==================== design 1
[src/rtl/serial_subt_ctrl_if.sv]
// Handshake/data bundle for serial_subt_ctrl.
// Optional macro SERIAL_SUBT_SIGNED_EN adds the two's-complement overflow flag ovf.
interface serial_subt_ctrl_if #(
  parameter int unsigned WIDTH = 8
);
  logic             start;
  logic [WIDTH-1:0] a;
  logic [WIDTH-1:0] b;
  logic             bin_init;
  logic             busy;
  logic             done;
  logic [WIDTH-1:0] diff;
  logic             bout;
`ifdef SERIAL_SUBT_SIGNED_EN
  logic             ovf;

  modport master (
    output start, a, b, bin_init,
    input  busy, done, diff, bout, ovf
  );

  modport slave (
    input  start, a, b, bin_init,
    output busy, done, diff, bout, ovf
  );
`else
  modport master (
    output start, a, b, bin_init,
    input  busy, done, diff, bout
  );

  modport slave (
    input  start, a, b, bin_init,
    output busy, done, diff, bout
  );
`endif
endinterface

[src/rtl/serial_subt_ctrl.sv]
// Bit-serial WIDTH-bit subtractor: diff = a - b - bin_init, one bit per clock, LSB first,
// through a single 1-bit full-subtractor cell with a registered running borrow.
// Optional macro SERIAL_SUBT_SIGNED_EN adds the registered overflow output ovf.

// 1-bit full-subtractor cell: d = a - b - bin, bout set when the bit underflows.
module Full_subt (
  input  logic a,
  input  logic b,
  input  logic bin,
  output logic d,
  output logic bout
);
  assign d    = a ^ b ^ bin;
  assign bout = (~a & b) | (~(a ^ b) & bin);
endmodule

module serial_subt_ctrl #(
  parameter int unsigned WIDTH = 8
) (
  input  logic             clk,
  input  logic             rst_n,
  serial_subt_ctrl_if.slave bus
);

  // Counter must be at least one bit wide so WIDTH=1 still elaborates.
  localparam int unsigned CntW = (WIDTH > 1) ? $clog2(WIDTH) : 1;

  if (WIDTH < 1 || WIDTH > 32) begin : g_bad_width
    $error("serial_subt_ctrl: WIDTH must be in 1..32");
  end

  typedef enum logic [1:0] {
    StIdle,
    StRun,
    StFin
  } state_e;

  state_e           state_q, state_d;
  logic [WIDTH-1:0] sh_a_q, sh_a_d;
  logic [WIDTH-1:0] sh_b_q, sh_b_d;
  logic [WIDTH-1:0] res_q, res_d;
  logic [WIDTH-1:0] diff_q, diff_d;
  logic             borrow_q, borrow_d;
  logic             bout_q, bout_d;
  logic [CntW-1:0]  cnt_q, cnt_d;
  logic [WIDTH-1:0] res_shift;
  logic             last_bit;
  logic             cell_d;
  logic             cell_bout;
`ifdef SERIAL_SUBT_SIGNED_EN
  logic             ovf_q, ovf_d;
`endif

  // The one shared subtractor cell always works on the current LSBs and running borrow.
  Full_subt u_cell (
    .a    (sh_a_q[0]),
    .b    (sh_b_q[0]),
    .bin  (borrow_q),
    .d    (cell_d),
    .bout (cell_bout)
  );

  assign last_bit = (cnt_q == CntW'(WIDTH - 1));

  // Next-state, datapath shifting and result capture.
  always_comb begin
    state_d   = state_q;
    sh_a_d    = sh_a_q;
    sh_b_d    = sh_b_q;
    res_d     = res_q;
    diff_d    = diff_q;
    borrow_d  = borrow_q;
    bout_d    = bout_q;
    cnt_d     = cnt_q;
`ifdef SERIAL_SUBT_SIGNED_EN
    ovf_d     = ovf_q;
`endif
    // New difference bit enters at the MSB side; written this way so WIDTH=1 is legal.
    res_shift             = res_q >> 1;
    res_shift[WIDTH-1]    = cell_d;

    case (state_q)
      StIdle, StFin: begin
        // FIN accepts a new start just like IDLE, giving back-to-back operation.
        if (bus.start) begin
          state_d  = StRun;
          sh_a_d   = bus.a;
          sh_b_d   = bus.b;
          borrow_d = bus.bin_init;
          cnt_d    = '0;
        end else begin
          state_d  = StIdle;
        end
      end
      StRun: begin
        sh_a_d   = sh_a_q >> 1;
        sh_b_d   = sh_b_q >> 1;
        borrow_d = cell_bout;
        cnt_d    = cnt_q + CntW'(1);
        res_d    = res_shift;
        if (last_bit) begin
          // Only the completed result ever reaches diff/bout.
          state_d = StFin;
          diff_d  = res_shift;
          bout_d  = cell_bout;
`ifdef SERIAL_SUBT_SIGNED_EN
          // Borrow into the MSB differs from borrow out: signed overflow.
          ovf_d   = borrow_q ^ cell_bout;
`endif
        end
      end
      default: begin
        state_d = StIdle;
      end
    endcase
  end

  // State and datapath registers, cleared asynchronously.
  always_ff @(posedge clk or negedge rst_n) begin
    if (!rst_n) begin
      state_q  <= StIdle;
      sh_a_q   <= '0;
      sh_b_q   <= '0;
      res_q    <= '0;
      diff_q   <= '0;
      borrow_q <= 1'b0;
      bout_q   <= 1'b0;
      cnt_q    <= '0;
`ifdef SERIAL_SUBT_SIGNED_EN
      ovf_q    <= 1'b0;
`endif
    end else begin
      state_q  <= state_d;
      sh_a_q   <= sh_a_d;
      sh_b_q   <= sh_b_d;
      res_q    <= res_d;
      diff_q   <= diff_d;
      borrow_q <= borrow_d;
      bout_q   <= bout_d;
      cnt_q    <= cnt_d;
`ifdef SERIAL_SUBT_SIGNED_EN
      ovf_q    <= ovf_d;
`endif
    end
  end

  assign bus.busy = (state_q == StRun);
  assign bus.done = (state_q == StFin);
  assign bus.diff = diff_q;
  assign bus.bout = bout_q;
`ifdef SERIAL_SUBT_SIGNED_EN
  assign bus.ovf  = ovf_q;
`endif

endmodule

[src/flat_wrapper.sv]
// flat-port wrapper written by rule: the top's interface ports become plain ports
module serial_subt_ctrl_flat 
#(
  parameter int unsigned WIDTH = 8
)
  (clk, rst_n, bus_start, bus_a, bus_b, bus_bin_init, bus_busy, bus_done, bus_diff, bus_bout);
  serial_subt_ctrl_if #(.WIDTH(WIDTH)) bus_i ();
  input  logic clk;
  input  logic rst_n;
  input wire logic [$bits(bus_i.start)-1:0] bus_start;
  input wire logic [$bits(bus_i.a)-1:0] bus_a;
  input wire logic [$bits(bus_i.b)-1:0] bus_b;
  input wire logic [$bits(bus_i.bin_init)-1:0] bus_bin_init;
  output wire logic [$bits(bus_i.busy)-1:0] bus_busy;
  output wire logic [$bits(bus_i.done)-1:0] bus_done;
  output wire logic [$bits(bus_i.diff)-1:0] bus_diff;
  output wire logic [$bits(bus_i.bout)-1:0] bus_bout;
  assign bus_i.start = bus_start;
  assign bus_i.a = bus_a;
  assign bus_i.b = bus_b;
  assign bus_i.bin_init = bus_bin_init;
  assign bus_busy = bus_i.busy;
  assign bus_done = bus_i.done;
  assign bus_diff = bus_i.diff;
  assign bus_bout = bus_i.bout;
  serial_subt_ctrl #(.WIDTH(WIDTH)) u_core (.clk(clk), .rst_n(rst_n), .bus(bus_i));
endmodule
[config.mk]
export PLATFORM = sky130hd
export DESIGN_NAME = serial_subt_ctrl_flat
export DESIGN_NICKNAME = d
export VERILOG_FILES = /design/src/rtl/serial_subt_ctrl_if.sv /design/src/rtl/serial_subt_ctrl.sv /design/src/flat_wrapper.sv
export SDC_FILE = /design/constraint.sdc
export NUM_CORES = 1
export LEC_CHECK = 0
export CORE_ASPECT_RATIO = 0.7
export CORE_MARGIN = 1
export CORE_UTILIZATION = 49
export CTS_BUF_LIST = sky130_fd_sc_hd__clkbuf_8
export CTS_CLUSTER_SIZE = 8
export DETAILED_ROUTE_END_ITERATION = 6
export HOLD_SLACK_MARGIN = 0.05
export PLACE_DENSITY_LB_ADDON = 0.3
export SETUP_SLACK_MARGIN = 0.1
export SYNTH_ARGS = -nofsm -noshare
export SYNTH_HDL_FRONTEND = slang
export SYNTH_SLANG_ARGS = --single-unit
export TNS_END_PERCENT = 10
[constraint.sdc]
create_clock -name clk -period 1.5 [get_ports clk]
set_clock_uncertainty 0.05 [all_clocks]
set_input_delay 0.3 -clock clk [delete_from_list [all_inputs] [get_ports clk]]
set_output_delay 0.3 -clock clk [all_outputs]
set_load 0.005 [all_outputs]
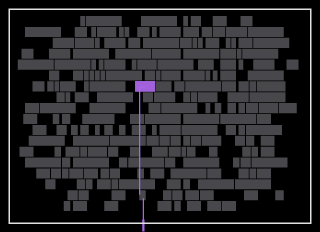
(design_1/io_fan.png)
Drawn at 4 px/um.
color	port	direction	edge	end cells	buffers	wire
purple	`bus_done`	output	bottom	1	1	33.9 um

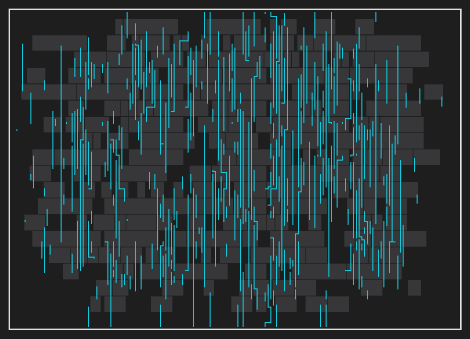
(design_1/layer_met2.png)
Drawn at 6 px/um.
nets with wire on the layer	205
longest straight run	32.6 um

==> results.env <==
FIN_AREA_MM2=0.00245
SEQUENTIALPOWER_mW=1.87
POWER.TOTAL_mW=4.71
OUTCOME='finished with violations'
TAP_CELLS=50
YOSYSCHIPAREA_MM2=0.00183
VIOLATIONS='negative setup slack'
FINAL_LAYOUT_TOP_LOGIC_CELLS='sky130_fd_sc_hd__dfrtp_1 (38), sky130_fd_sc_hd__nand2_1 (23), sky130_fd_sc_hd__clkdlybuf4s50_1 (17)'
MOST_USED_DFF_POST_SYNTH='sky130_fd_sc_hd__dfrtp_1'
SYNTH_ASYNC_SR_FLOP_SHARE=1.00
TIMING.CRITICAL_PATH.FROM='u_core.cnt_q[1]'
HPWLAFTERDP_UM=2680
MAPPEDNETLISTAREA_MM2=0.00183
FINALSETUPVIOLATIONS=8
NUM-MULTI-INPUT-GATES=112
ANTENNA-DIODE-COUNT=0
INITCOREUTIL=0.517
DESIGN.CORE.AREA_MM2=0.00354
PLACE_AREA_MM2=0.00225
LAYOUT-DRIVE-GT1-SHARE=0.223
FINAL.HOLD.WORST_SLACK_NS=0.438
CRITICAL_PATH.CELL_CHAIN='ha_2, ha_4, nand3b_1, buf_6, mux2_4'
YOSYS.CELL_COUNT.TOP_TYPE='sky130_fd_sc_hd__dfrtp_1'
WORST_MIN_DELAY_PATH_ENDPOINT='u_core.res_q[1]'
PLACED_CELLS=248
SYNTH_ADDER_AREA_SHARE=0.0246
FIN_WS_NS=-0.0643
R2R_CELLS=5
GRT_UTIL_MET3=0.0686
TOTAL_CELLS_REPORTED_BY_YOSYS_AFTER_SYNTHESIS=165
HOLD_PATH.STARTPOINT='u_core.res_q[1]'

==================== design 2
## config.mk

```make
export PLATFORM = sky130hd
export DESIGN_NAME = pipe_stage_buf
export DESIGN_NICKNAME = d
export VERILOG_FILES = /design/src/rtl/pipe_stage_buf.sv
export SDC_FILE = /design/constraint.sdc
export NUM_CORES = 1
export LEC_CHECK = 0
export ABC_AREA = 1
export CAP_MARGIN = 20
export CORE_MARGIN = 5
export CORE_UTILIZATION = 30
export DETAILED_ROUTE_END_ITERATION = 8
export PLACE_DENSITY = 0.58
export SYNTH_ARGS = -nofsm -noshare
export SYNTH_HDL_FRONTEND = slang
export SYNTH_SLANG_ARGS = --single-unit
```

## constraint.sdc

```tcl
create_clock -name clk -period 4.7 [get_ports clk]
set_clock_uncertainty 0.05 [all_clocks]
set_input_delay 1.41 -clock clk [delete_from_list [all_inputs] [get_ports clk]]
set_output_delay 1.41 -clock clk [all_outputs]
set_load 0.02 [all_outputs]
```

## src/rtl/pipe_stage_buf.sv

```systemverilog
// Elastic pipeline stage register with valid/ready handshake, optional 2-entry skid,
// stall / flush-to-bubble control and saturating stall/bubble performance counters.
module pipe_stage_buf #(
    parameter int DATA_W = 32,
    parameter int CTRL_W = 12,
    parameter int SKID   = 1,
    parameter int CNT_W  = 16
) (
    input  logic              clk,
    input  logic              rst,
    input  logic              in_valid,
    output logic              in_ready,
    input  logic [DATA_W-1:0] in_data,
    input  logic [CTRL_W-1:0] in_ctrl,
    input  logic              stall,
    input  logic              flush,
    output logic              out_valid,
    input  logic              out_ready,
    output logic [DATA_W-1:0] out_data,
    output logic [CTRL_W-1:0] out_ctrl,
    output logic [1:0]        occupancy,
    input  logic              clr_cnt,
    output logic [CNT_W-1:0]  stall_cnt,
    output logic [CNT_W-1:0]  bubble_cnt
);

    typedef enum logic [1:0] {
        EMPTY = 2'd0,
        ONE   = 2'd1,
        FULL  = 2'd2
    } state_t;

    localparam logic [CNT_W-1:0] CNT_MAX = '1;

    state_t              state;
    state_t              state_nxt;
    logic [DATA_W-1:0]   head_data;
    logic [CTRL_W-1:0]   head_ctrl;
    logic [DATA_W-1:0]   skid_data;
    logic [CTRL_W-1:0]   skid_ctrl;
    logic                in_ready_q;
    logic                accept;
    logic                emit;

    function automatic logic [CNT_W-1:0] sat_inc(input logic [CNT_W-1:0] v);
        return (v == CNT_MAX) ? v : v + CNT_W'(1);
    endfunction

    // With the skid entry, in_ready comes straight from a flop so out_ready never reaches it.
    assign in_ready  = (SKID != 0) ? in_ready_q : ((state == EMPTY) || out_ready);
    assign out_valid = (state != EMPTY);
    assign out_data  = head_data;
    assign out_ctrl  = out_valid ? head_ctrl : '0;
    assign occupancy = 2'(state);

    assign accept = in_valid && in_ready && !stall && !flush;
    assign emit   = out_valid && out_ready && !stall && !flush;

    always_comb begin
        state_nxt = state;
        if (flush) begin
            state_nxt = EMPTY;
        end else if (!stall) begin
            case (state)
                EMPTY: if (accept) state_nxt = ONE;
                ONE: begin
                    if (accept && !emit && (SKID != 0)) state_nxt = FULL;
                    else if (emit && !accept)           state_nxt = EMPTY;
                end
                FULL:    if (emit) state_nxt = ONE;
                default: state_nxt = EMPTY;
            endcase
        end
    end

    always_ff @(posedge clk or negedge rst) begin
        if (!rst) begin
            state      <= EMPTY;
            in_ready_q <= 1'b1;
            head_data  <= '0;
            head_ctrl  <= '0;
            skid_data  <= '0;
            skid_ctrl  <= '0;
        end else begin
            state      <= state_nxt;
            in_ready_q <= (state_nxt != FULL);
            if (!flush && !stall) begin
                case (state)
                    EMPTY: begin
                        if (accept) begin
                            head_data <= in_data;
                            head_ctrl <= in_ctrl;
                        end
                    end
                    ONE: begin
                        // Simultaneous accept and emit replaces the head in place.
                        if (accept && emit) begin
                            head_data <= in_data;
                            head_ctrl <= in_ctrl;
                        end else if (accept) begin
                            skid_data <= in_data;
                            skid_ctrl <= in_ctrl;
                        end
                    end
                    FULL: begin
                        if (emit) begin
                            head_data <= skid_data;
                            head_ctrl <= skid_ctrl;
                        end
                    end
                    default: ;
                endcase
            end
        end
    end

    always_ff @(posedge clk or negedge rst) begin
        if (!rst) begin
            stall_cnt  <= '0;
            bubble_cnt <= '0;
        end else if (clr_cnt) begin
            stall_cnt  <= '0;
            bubble_cnt <= '0;
        end else begin
            if (stall) stall_cnt <= sat_inc(stall_cnt);
            if (out_ready && !out_valid && !stall) bubble_cnt <= sat_inc(bubble_cnt);
        end
    end

endmodule

```

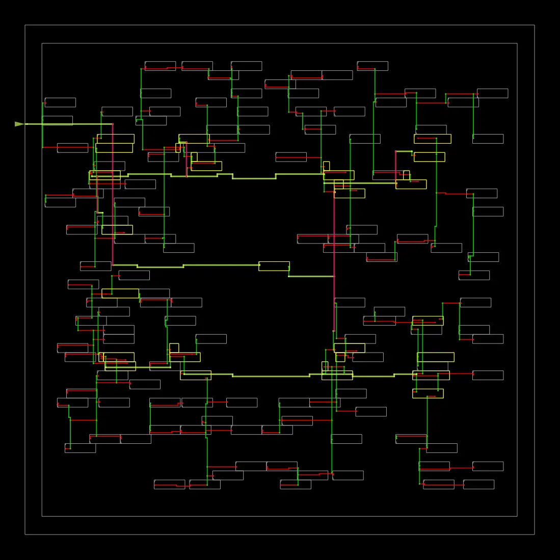
(design_2/clocks.png)
Clk Latency, worst-skew pair: 0.41 ns
number of sinks on the clock net: 123
power attributed to the clock group: 1.48 mW
clock buf count: 19
clock buffers created by TritonCTS: 17

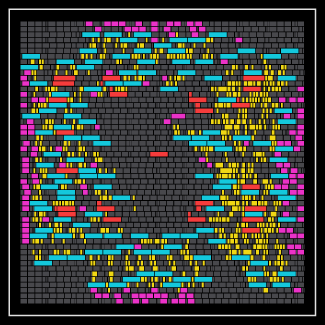
(design_2/placement_by_type.png)
Drawn at 2 px/um. Fill, decap, tap and diode cells in gray.
color	class	cells	share of their area
red	clock drivers and dummy loads	32	8.3%
magenta	remaining buffers and delay cells	136	17%
cyan	sequential cells	123	39%
yellow	combinational and other logic	625	36%

==> results.env <==
PLACE_WORST_SETUP_SLACK_NS=0.821
MAX-CLOCK-PATH-BUFFERS=2
STDCELL_COUNT=1186
MAPPEDNETLISTAREA_MM2=0.00608
DRC_ERRORS=0
SYNTH-XOR-AREA-SHARE=0.0144
GRT_START_MAX_NET_PINS=90
GLOBALROUTE.TOTALOVERFLOW=0
HPWLAFTERDP_UM=10600
CTSROOTBUFFERMASTER='sky130_fd_sc_hd__clkbuf_16'
VIAS=5391
YOSYS.CELL_COUNT.TOP_TYPE='sky130_fd_sc_hd__nand2_1'
CHIP_AREA_MM2=0.0232
SYNTHESIS.INSTANCES=783
SYNTH-EDFF-COUNT=0
OUTCOME='completed'
CRITICAL-PATH-TOP-DELAY-FAMILY='simple AND/OR/NAND/NOR gates'
CRITICAL_PATH.CELL_CHAIN='nor2_2, nor2_1, clkdlybuf4s50_1'
SYNTH.YOSYS.WARNINGS=0
LARGESTPOWERGROUP='the clock network'
INITCOREUTIL=0.302
FINISH.NET_COUNT=956
PLACE_AREA_MM2=0.00760
WORST_SETUP_PATH_START_KIND='flop'
LAYOUT-DRIVE-GT1-SHARE=0.0611
YOSYS.AREA_SHARE.SIMPLE=0.260
IO_BUFFERS=130
TOTAL_NUMBER_OF_WARNINGS_ACROSS_THE_STAGE_LOGS=26
TAP_CELLS=270
YS_SH_MUX=0
WORST_VDD_DROP_mV=0.320
RSZ0062_AT_GRT='no'
FIN_WS_NS=1.08
HOLD_VIOLATIONS=0
CRITICAL_PATH_PEAK_FANOUT=14
POWER_PER_CELL_AREA_mW_PER_MM2=435

==================== design 3
==> design_3/io_fan.png <==
Drawn at 3 px/um.
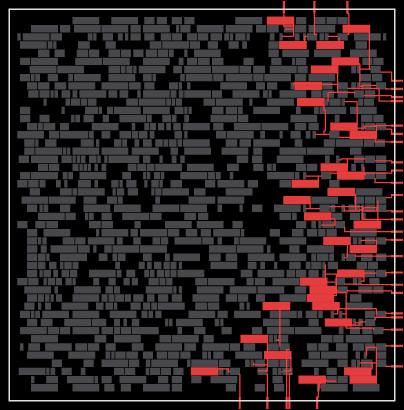
==> design_3/clocks.png <==
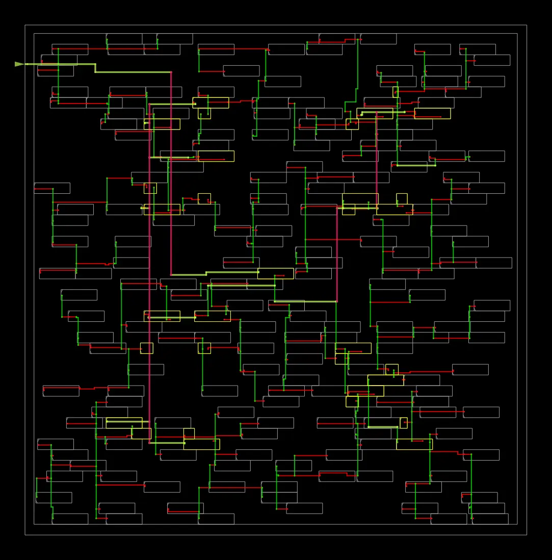
--- config.mk ---
export PLATFORM = sky130hd
export DESIGN_NAME = ifetch
export DESIGN_NICKNAME = d
export VERILOG_FILES = /design/src/rtl/ifetch.sv
export SDC_FILE = /design/constraint.sdc
export NUM_CORES = 1
export LEC_CHECK = 0
export CORE_AREA = 2 2 126 128
export CTS_BUF_LIST = sky130_fd_sc_hd__clkbuf_8 sky130_fd_sc_hd__clkbuf_16
export CTS_CLUSTER_DIAMETER = 200
export CTS_CLUSTER_SIZE = 12
export DETAILED_ROUTE_END_ITERATION = 16
export DIE_AREA = 0 0 128 130
export PLACE_DENSITY_LB_ADDON = 0.1
export RECOVER_POWER = 50
export REMOVE_ABC_BUFFERS = 1
export SLEW_MARGIN = 10
export SYNTH_ARGS = -nofsm -noshare
export SYNTH_HDL_FRONTEND = slang
export SYNTH_SLANG_ARGS = --single-unit
--- constraint.sdc ---
create_clock -name clk -period 6.65 [get_ports clk]
set_clock_uncertainty 0.05 [all_clocks]
set_input_delay 0.9975 -clock clk [delete_from_list [all_inputs] [get_ports clk]]
set_output_delay 0.9975 -clock clk [all_outputs]
set_load 0.005 [all_outputs]
--- src/rtl/ifetch.sv ---
// Instruction-fetch stage: owns the PC, fetches one word at a time over a
// req/gnt/rvalid bus, and hands {pc, instr} to decode via a registered valid/ready.
module ifetch #(
  parameter logic [31:0] RESET_PC = 32'h0000_0000
) (
  input  logic        clk,
  input  logic        rst,
  input  logic        redirect_i,
  input  logic [31:0] redirect_pc_i,
  output logic        imem_req_o,
  output logic [31:0] imem_addr_o,
  input  logic        imem_gnt_i,
  input  logic        imem_rvalid_i,
  input  logic [31:0] imem_rdata_i,
  output logic [31:0] pc_o,
  output logic [31:0] instr_o,
  output logic        valid_ro,
  input  logic        ready_i
);

  localparam logic [1:0] S_REQ  = 2'd0;
  localparam logic [1:0] S_WAIT = 2'd1;
  localparam logic [1:0] S_DROP = 2'd2;

  logic [1:0]  state_q, state_d;
  logic [31:0] pc_q, pc_d;
  logic [31:0] req_pc_q, req_pc_d;
  logic        valid_q, valid_d;
  logic [31:0] out_pc_q, out_pc_d;
  logic [31:0] out_instr_q, out_instr_d;
  logic        buf_v_q, buf_v_d;
  logic [31:0] buf_pc_q, buf_pc_d;
  logic [31:0] buf_instr_q, buf_instr_d;

  logic cke, gnt, resp, inflight_after;
  logic unused_bits;

  assign unused_bits = ^redirect_pc_i[1:0];

  assign cke         = ~valid_q | ready_i;
  assign imem_req_o  = (state_q == S_REQ) & ~buf_v_q & rst;
  assign imem_addr_o = pc_q;
  assign gnt         = imem_req_o & imem_gnt_i;
  assign resp        = (state_q == S_WAIT) & imem_rvalid_i;

  // A request is still in flight after this edge if its response has not shown up yet.
  assign inflight_after = ((state_q == S_WAIT) & ~imem_rvalid_i)
                        | ((state_q == S_REQ)  & gnt)
                        | ((state_q == S_DROP) & ~imem_rvalid_i);

  assign valid_ro = valid_q;
  assign pc_o     = out_pc_q;
  assign instr_o  = out_instr_q;

  always_comb begin
    state_d     = state_q;
    pc_d        = pc_q;
    req_pc_d    = req_pc_q;
    valid_d     = valid_q;
    out_pc_d    = out_pc_q;
    out_instr_d = out_instr_q;
    buf_v_d     = buf_v_q;
    buf_pc_d    = buf_pc_q;
    buf_instr_d = buf_instr_q;

    if (redirect_i) begin
      pc_d    = {redirect_pc_i[31:2], 2'b00};
      valid_d = 1'b0;
      buf_v_d = 1'b0;
      state_d = inflight_after ? S_DROP : S_REQ;
    end else begin
      // Skid buffer drains ahead of any fresh response to keep program order.
      if (cke) begin
        if (buf_v_q) begin
          valid_d     = 1'b1;
          out_pc_d    = buf_pc_q;
          out_instr_d = buf_instr_q;
          buf_v_d     = 1'b0;
        end else if (resp) begin
          valid_d     = 1'b1;
          out_pc_d    = req_pc_q;
          out_instr_d = imem_rdata_i;
        end else begin
          valid_d     = 1'b0;
        end
      end
      if (resp && !(cke && !buf_v_q)) begin
        buf_v_d     = 1'b1;
        buf_pc_d    = req_pc_q;
        buf_instr_d = imem_rdata_i;
      end

      case (state_q)
        S_REQ: if (gnt) begin
          req_pc_d = pc_q;
          pc_d     = pc_q + 32'd4;
          state_d  = S_WAIT;
        end
        S_WAIT:  if (imem_rvalid_i) state_d = S_REQ;
        S_DROP:  if (imem_rvalid_i) state_d = S_REQ;
        default: state_d = S_REQ;
      endcase
    end
  end

  always_ff @(posedge clk or negedge rst) begin
    if (!rst) begin
      state_q     <= S_REQ;
      pc_q        <= RESET_PC;
      req_pc_q    <= 32'h0;
      valid_q     <= 1'b0;
      out_pc_q    <= 32'h0;
      out_instr_q <= 32'h0;
      buf_v_q     <= 1'b0;
      buf_pc_q    <= 32'h0;
      buf_instr_q <= 32'h0;
    end else begin
      state_q     <= state_d;
      pc_q        <= pc_d;
      req_pc_q    <= req_pc_d;
      valid_q     <= valid_d;
      out_pc_q    <= out_pc_d;
      out_instr_q <= out_instr_d;
      buf_v_q     <= buf_v_d;
      buf_pc_q    <= buf_pc_d;
      buf_instr_q <= buf_instr_d;
    end
  end

endmodule

==> results.env <==
OUTCOME='finished with violations'
VIOLATIONS='max-capacitance violations, max-slew violations'
LOGIC_AREA_MM2=0.00333
AREA_SHARE_CLOCK_BUF_INV=0.0524
VIAS=5960
M1WIRELENGTH_UM=8350
SYNTHESIS.INSTANCES=703
NONCLKBUFAREAFRAC=0.158
YOSYSTOPAREACELL='sky130_fd_sc_hd__dfrtp_1'
DRT_WL_TOTAL_UM=18400
GRT_START_MAX_NET_PINS=74
LARGESTPOWERGROUP='registers'
HTREEDEPTH=4
DESIGN.CORE.AREA_MM2=0.0154
CHIP_AREA_MM2=0.0166
P_SEQ_FRAC=0.473
CAP_VIOL_MAX_COUNT=2
GRT_USAGE=0.229
STDCELL_COUNT=1051
PLACE_WORST_SETUP_SLACK_NS=2.78
CRIT-REG2REG-LAUNCH='state_q[1]'
YS_SH_MUX=0.202
TRITONCTS_CLOCK_TREE='yes'
SYNTH-EDFF-COUNT=0
CP_NUM_CELLS=6
BUSIEST_GRT_LAYER='met2'
MOST_USED_DFF_POST_SYNTH='sky130_fd_sc_hd__dfrtp_1'
SYNTH.TOP_CELL.AREA_SHARE=0.571
PERIOD_USED_SHARE=0.699
GRT_FIRST_PASS_WIRELENGTH_UM=29800
WL_PER_CELL_UM=17.5
DETAIL_ROUTE.ITER0.VIOLATIONS=359
TOP_LAYER_USED='met4'
CRITPATHSLOWESTCELL='sky130_fd_sc_hd__clkbuf_1'
AREA.SEQUENTIAL_MM2=0.00471
INVS_W_O_CLOCK=7
FINAL_LAYOUT_TOP_LOGIC_CELLS='sky130_fd_sc_hd__dfrtp_1 (187), sky130_fd_sc_hd__dlygate4sd3_1 (94), sky130_fd_sc_hd__mux2_2 (92)'
FINALSETUPVIOLATIONS=0
TOTAL_CELLS_REPORTED_BY_YOSYS_AFTER_SYNTHESIS=703
INITCOREUTIL=0.534
SYNTH_ASYNC_SR_FLOP_SHARE=1.00
POWER_PER_CELL_AREA_mW_PER_MM2=324
IO_BUFFERS=161
MAX_SLEW_VIO_COUNT=94
PLACE_AREA_MM2=0.00999
CTS_RESIZED=0
DR_WL_MET3_UM=806
SYNTH_ADDER_AREA_SHARE=0.00608
Notes on design_3/io_fan.png above:
color	port	direction	edge	end cells	buffers	wire
red	`instr_o`	output	24 right, 5 bottom, 3 top	32	32	656 um

Notes on design_3/clocks.png above:
number of flip-flops and latches: 188
power attributed to the clock group: 0.944 mW



==> layout pictures side by side <==
Clock network drawn from the DEF.
shot_01.png
Drawn at 6 px/um.
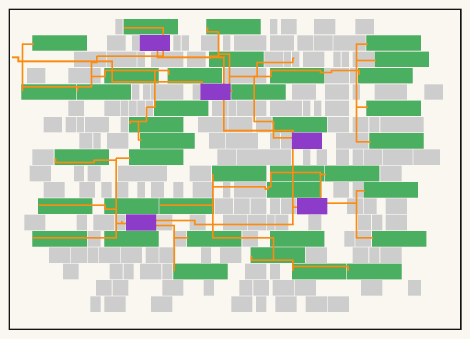
shot_02.png
Drawn at 3 px/um.
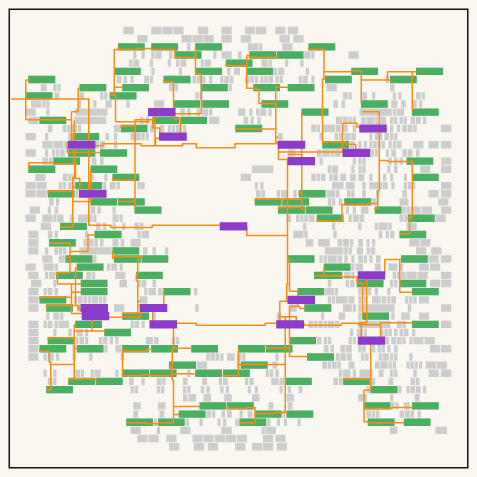
shot_03.png
Drawn at 4 px/um.
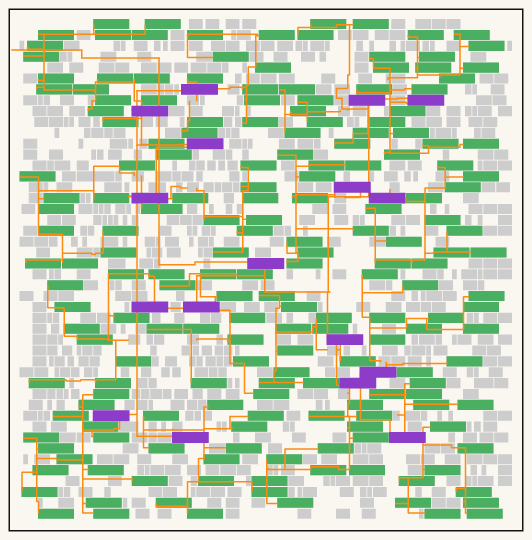
| from | picture |
|---|---|
| design 2 | shot_02.png |
| design 3 | shot_03.png |
| design 1 | shot_01.png |
The one with the most sequential cells is shot_03.png.
The one with the fewest sequential cells is shot_01.png.

Key to shot_01.png:
[purple] clock drivers | count: 5
[green] flip-flops | count: 38
[orange] clock wires | length: 472 um
routed clock nets	6

Power and IR drop assume default switching activity.
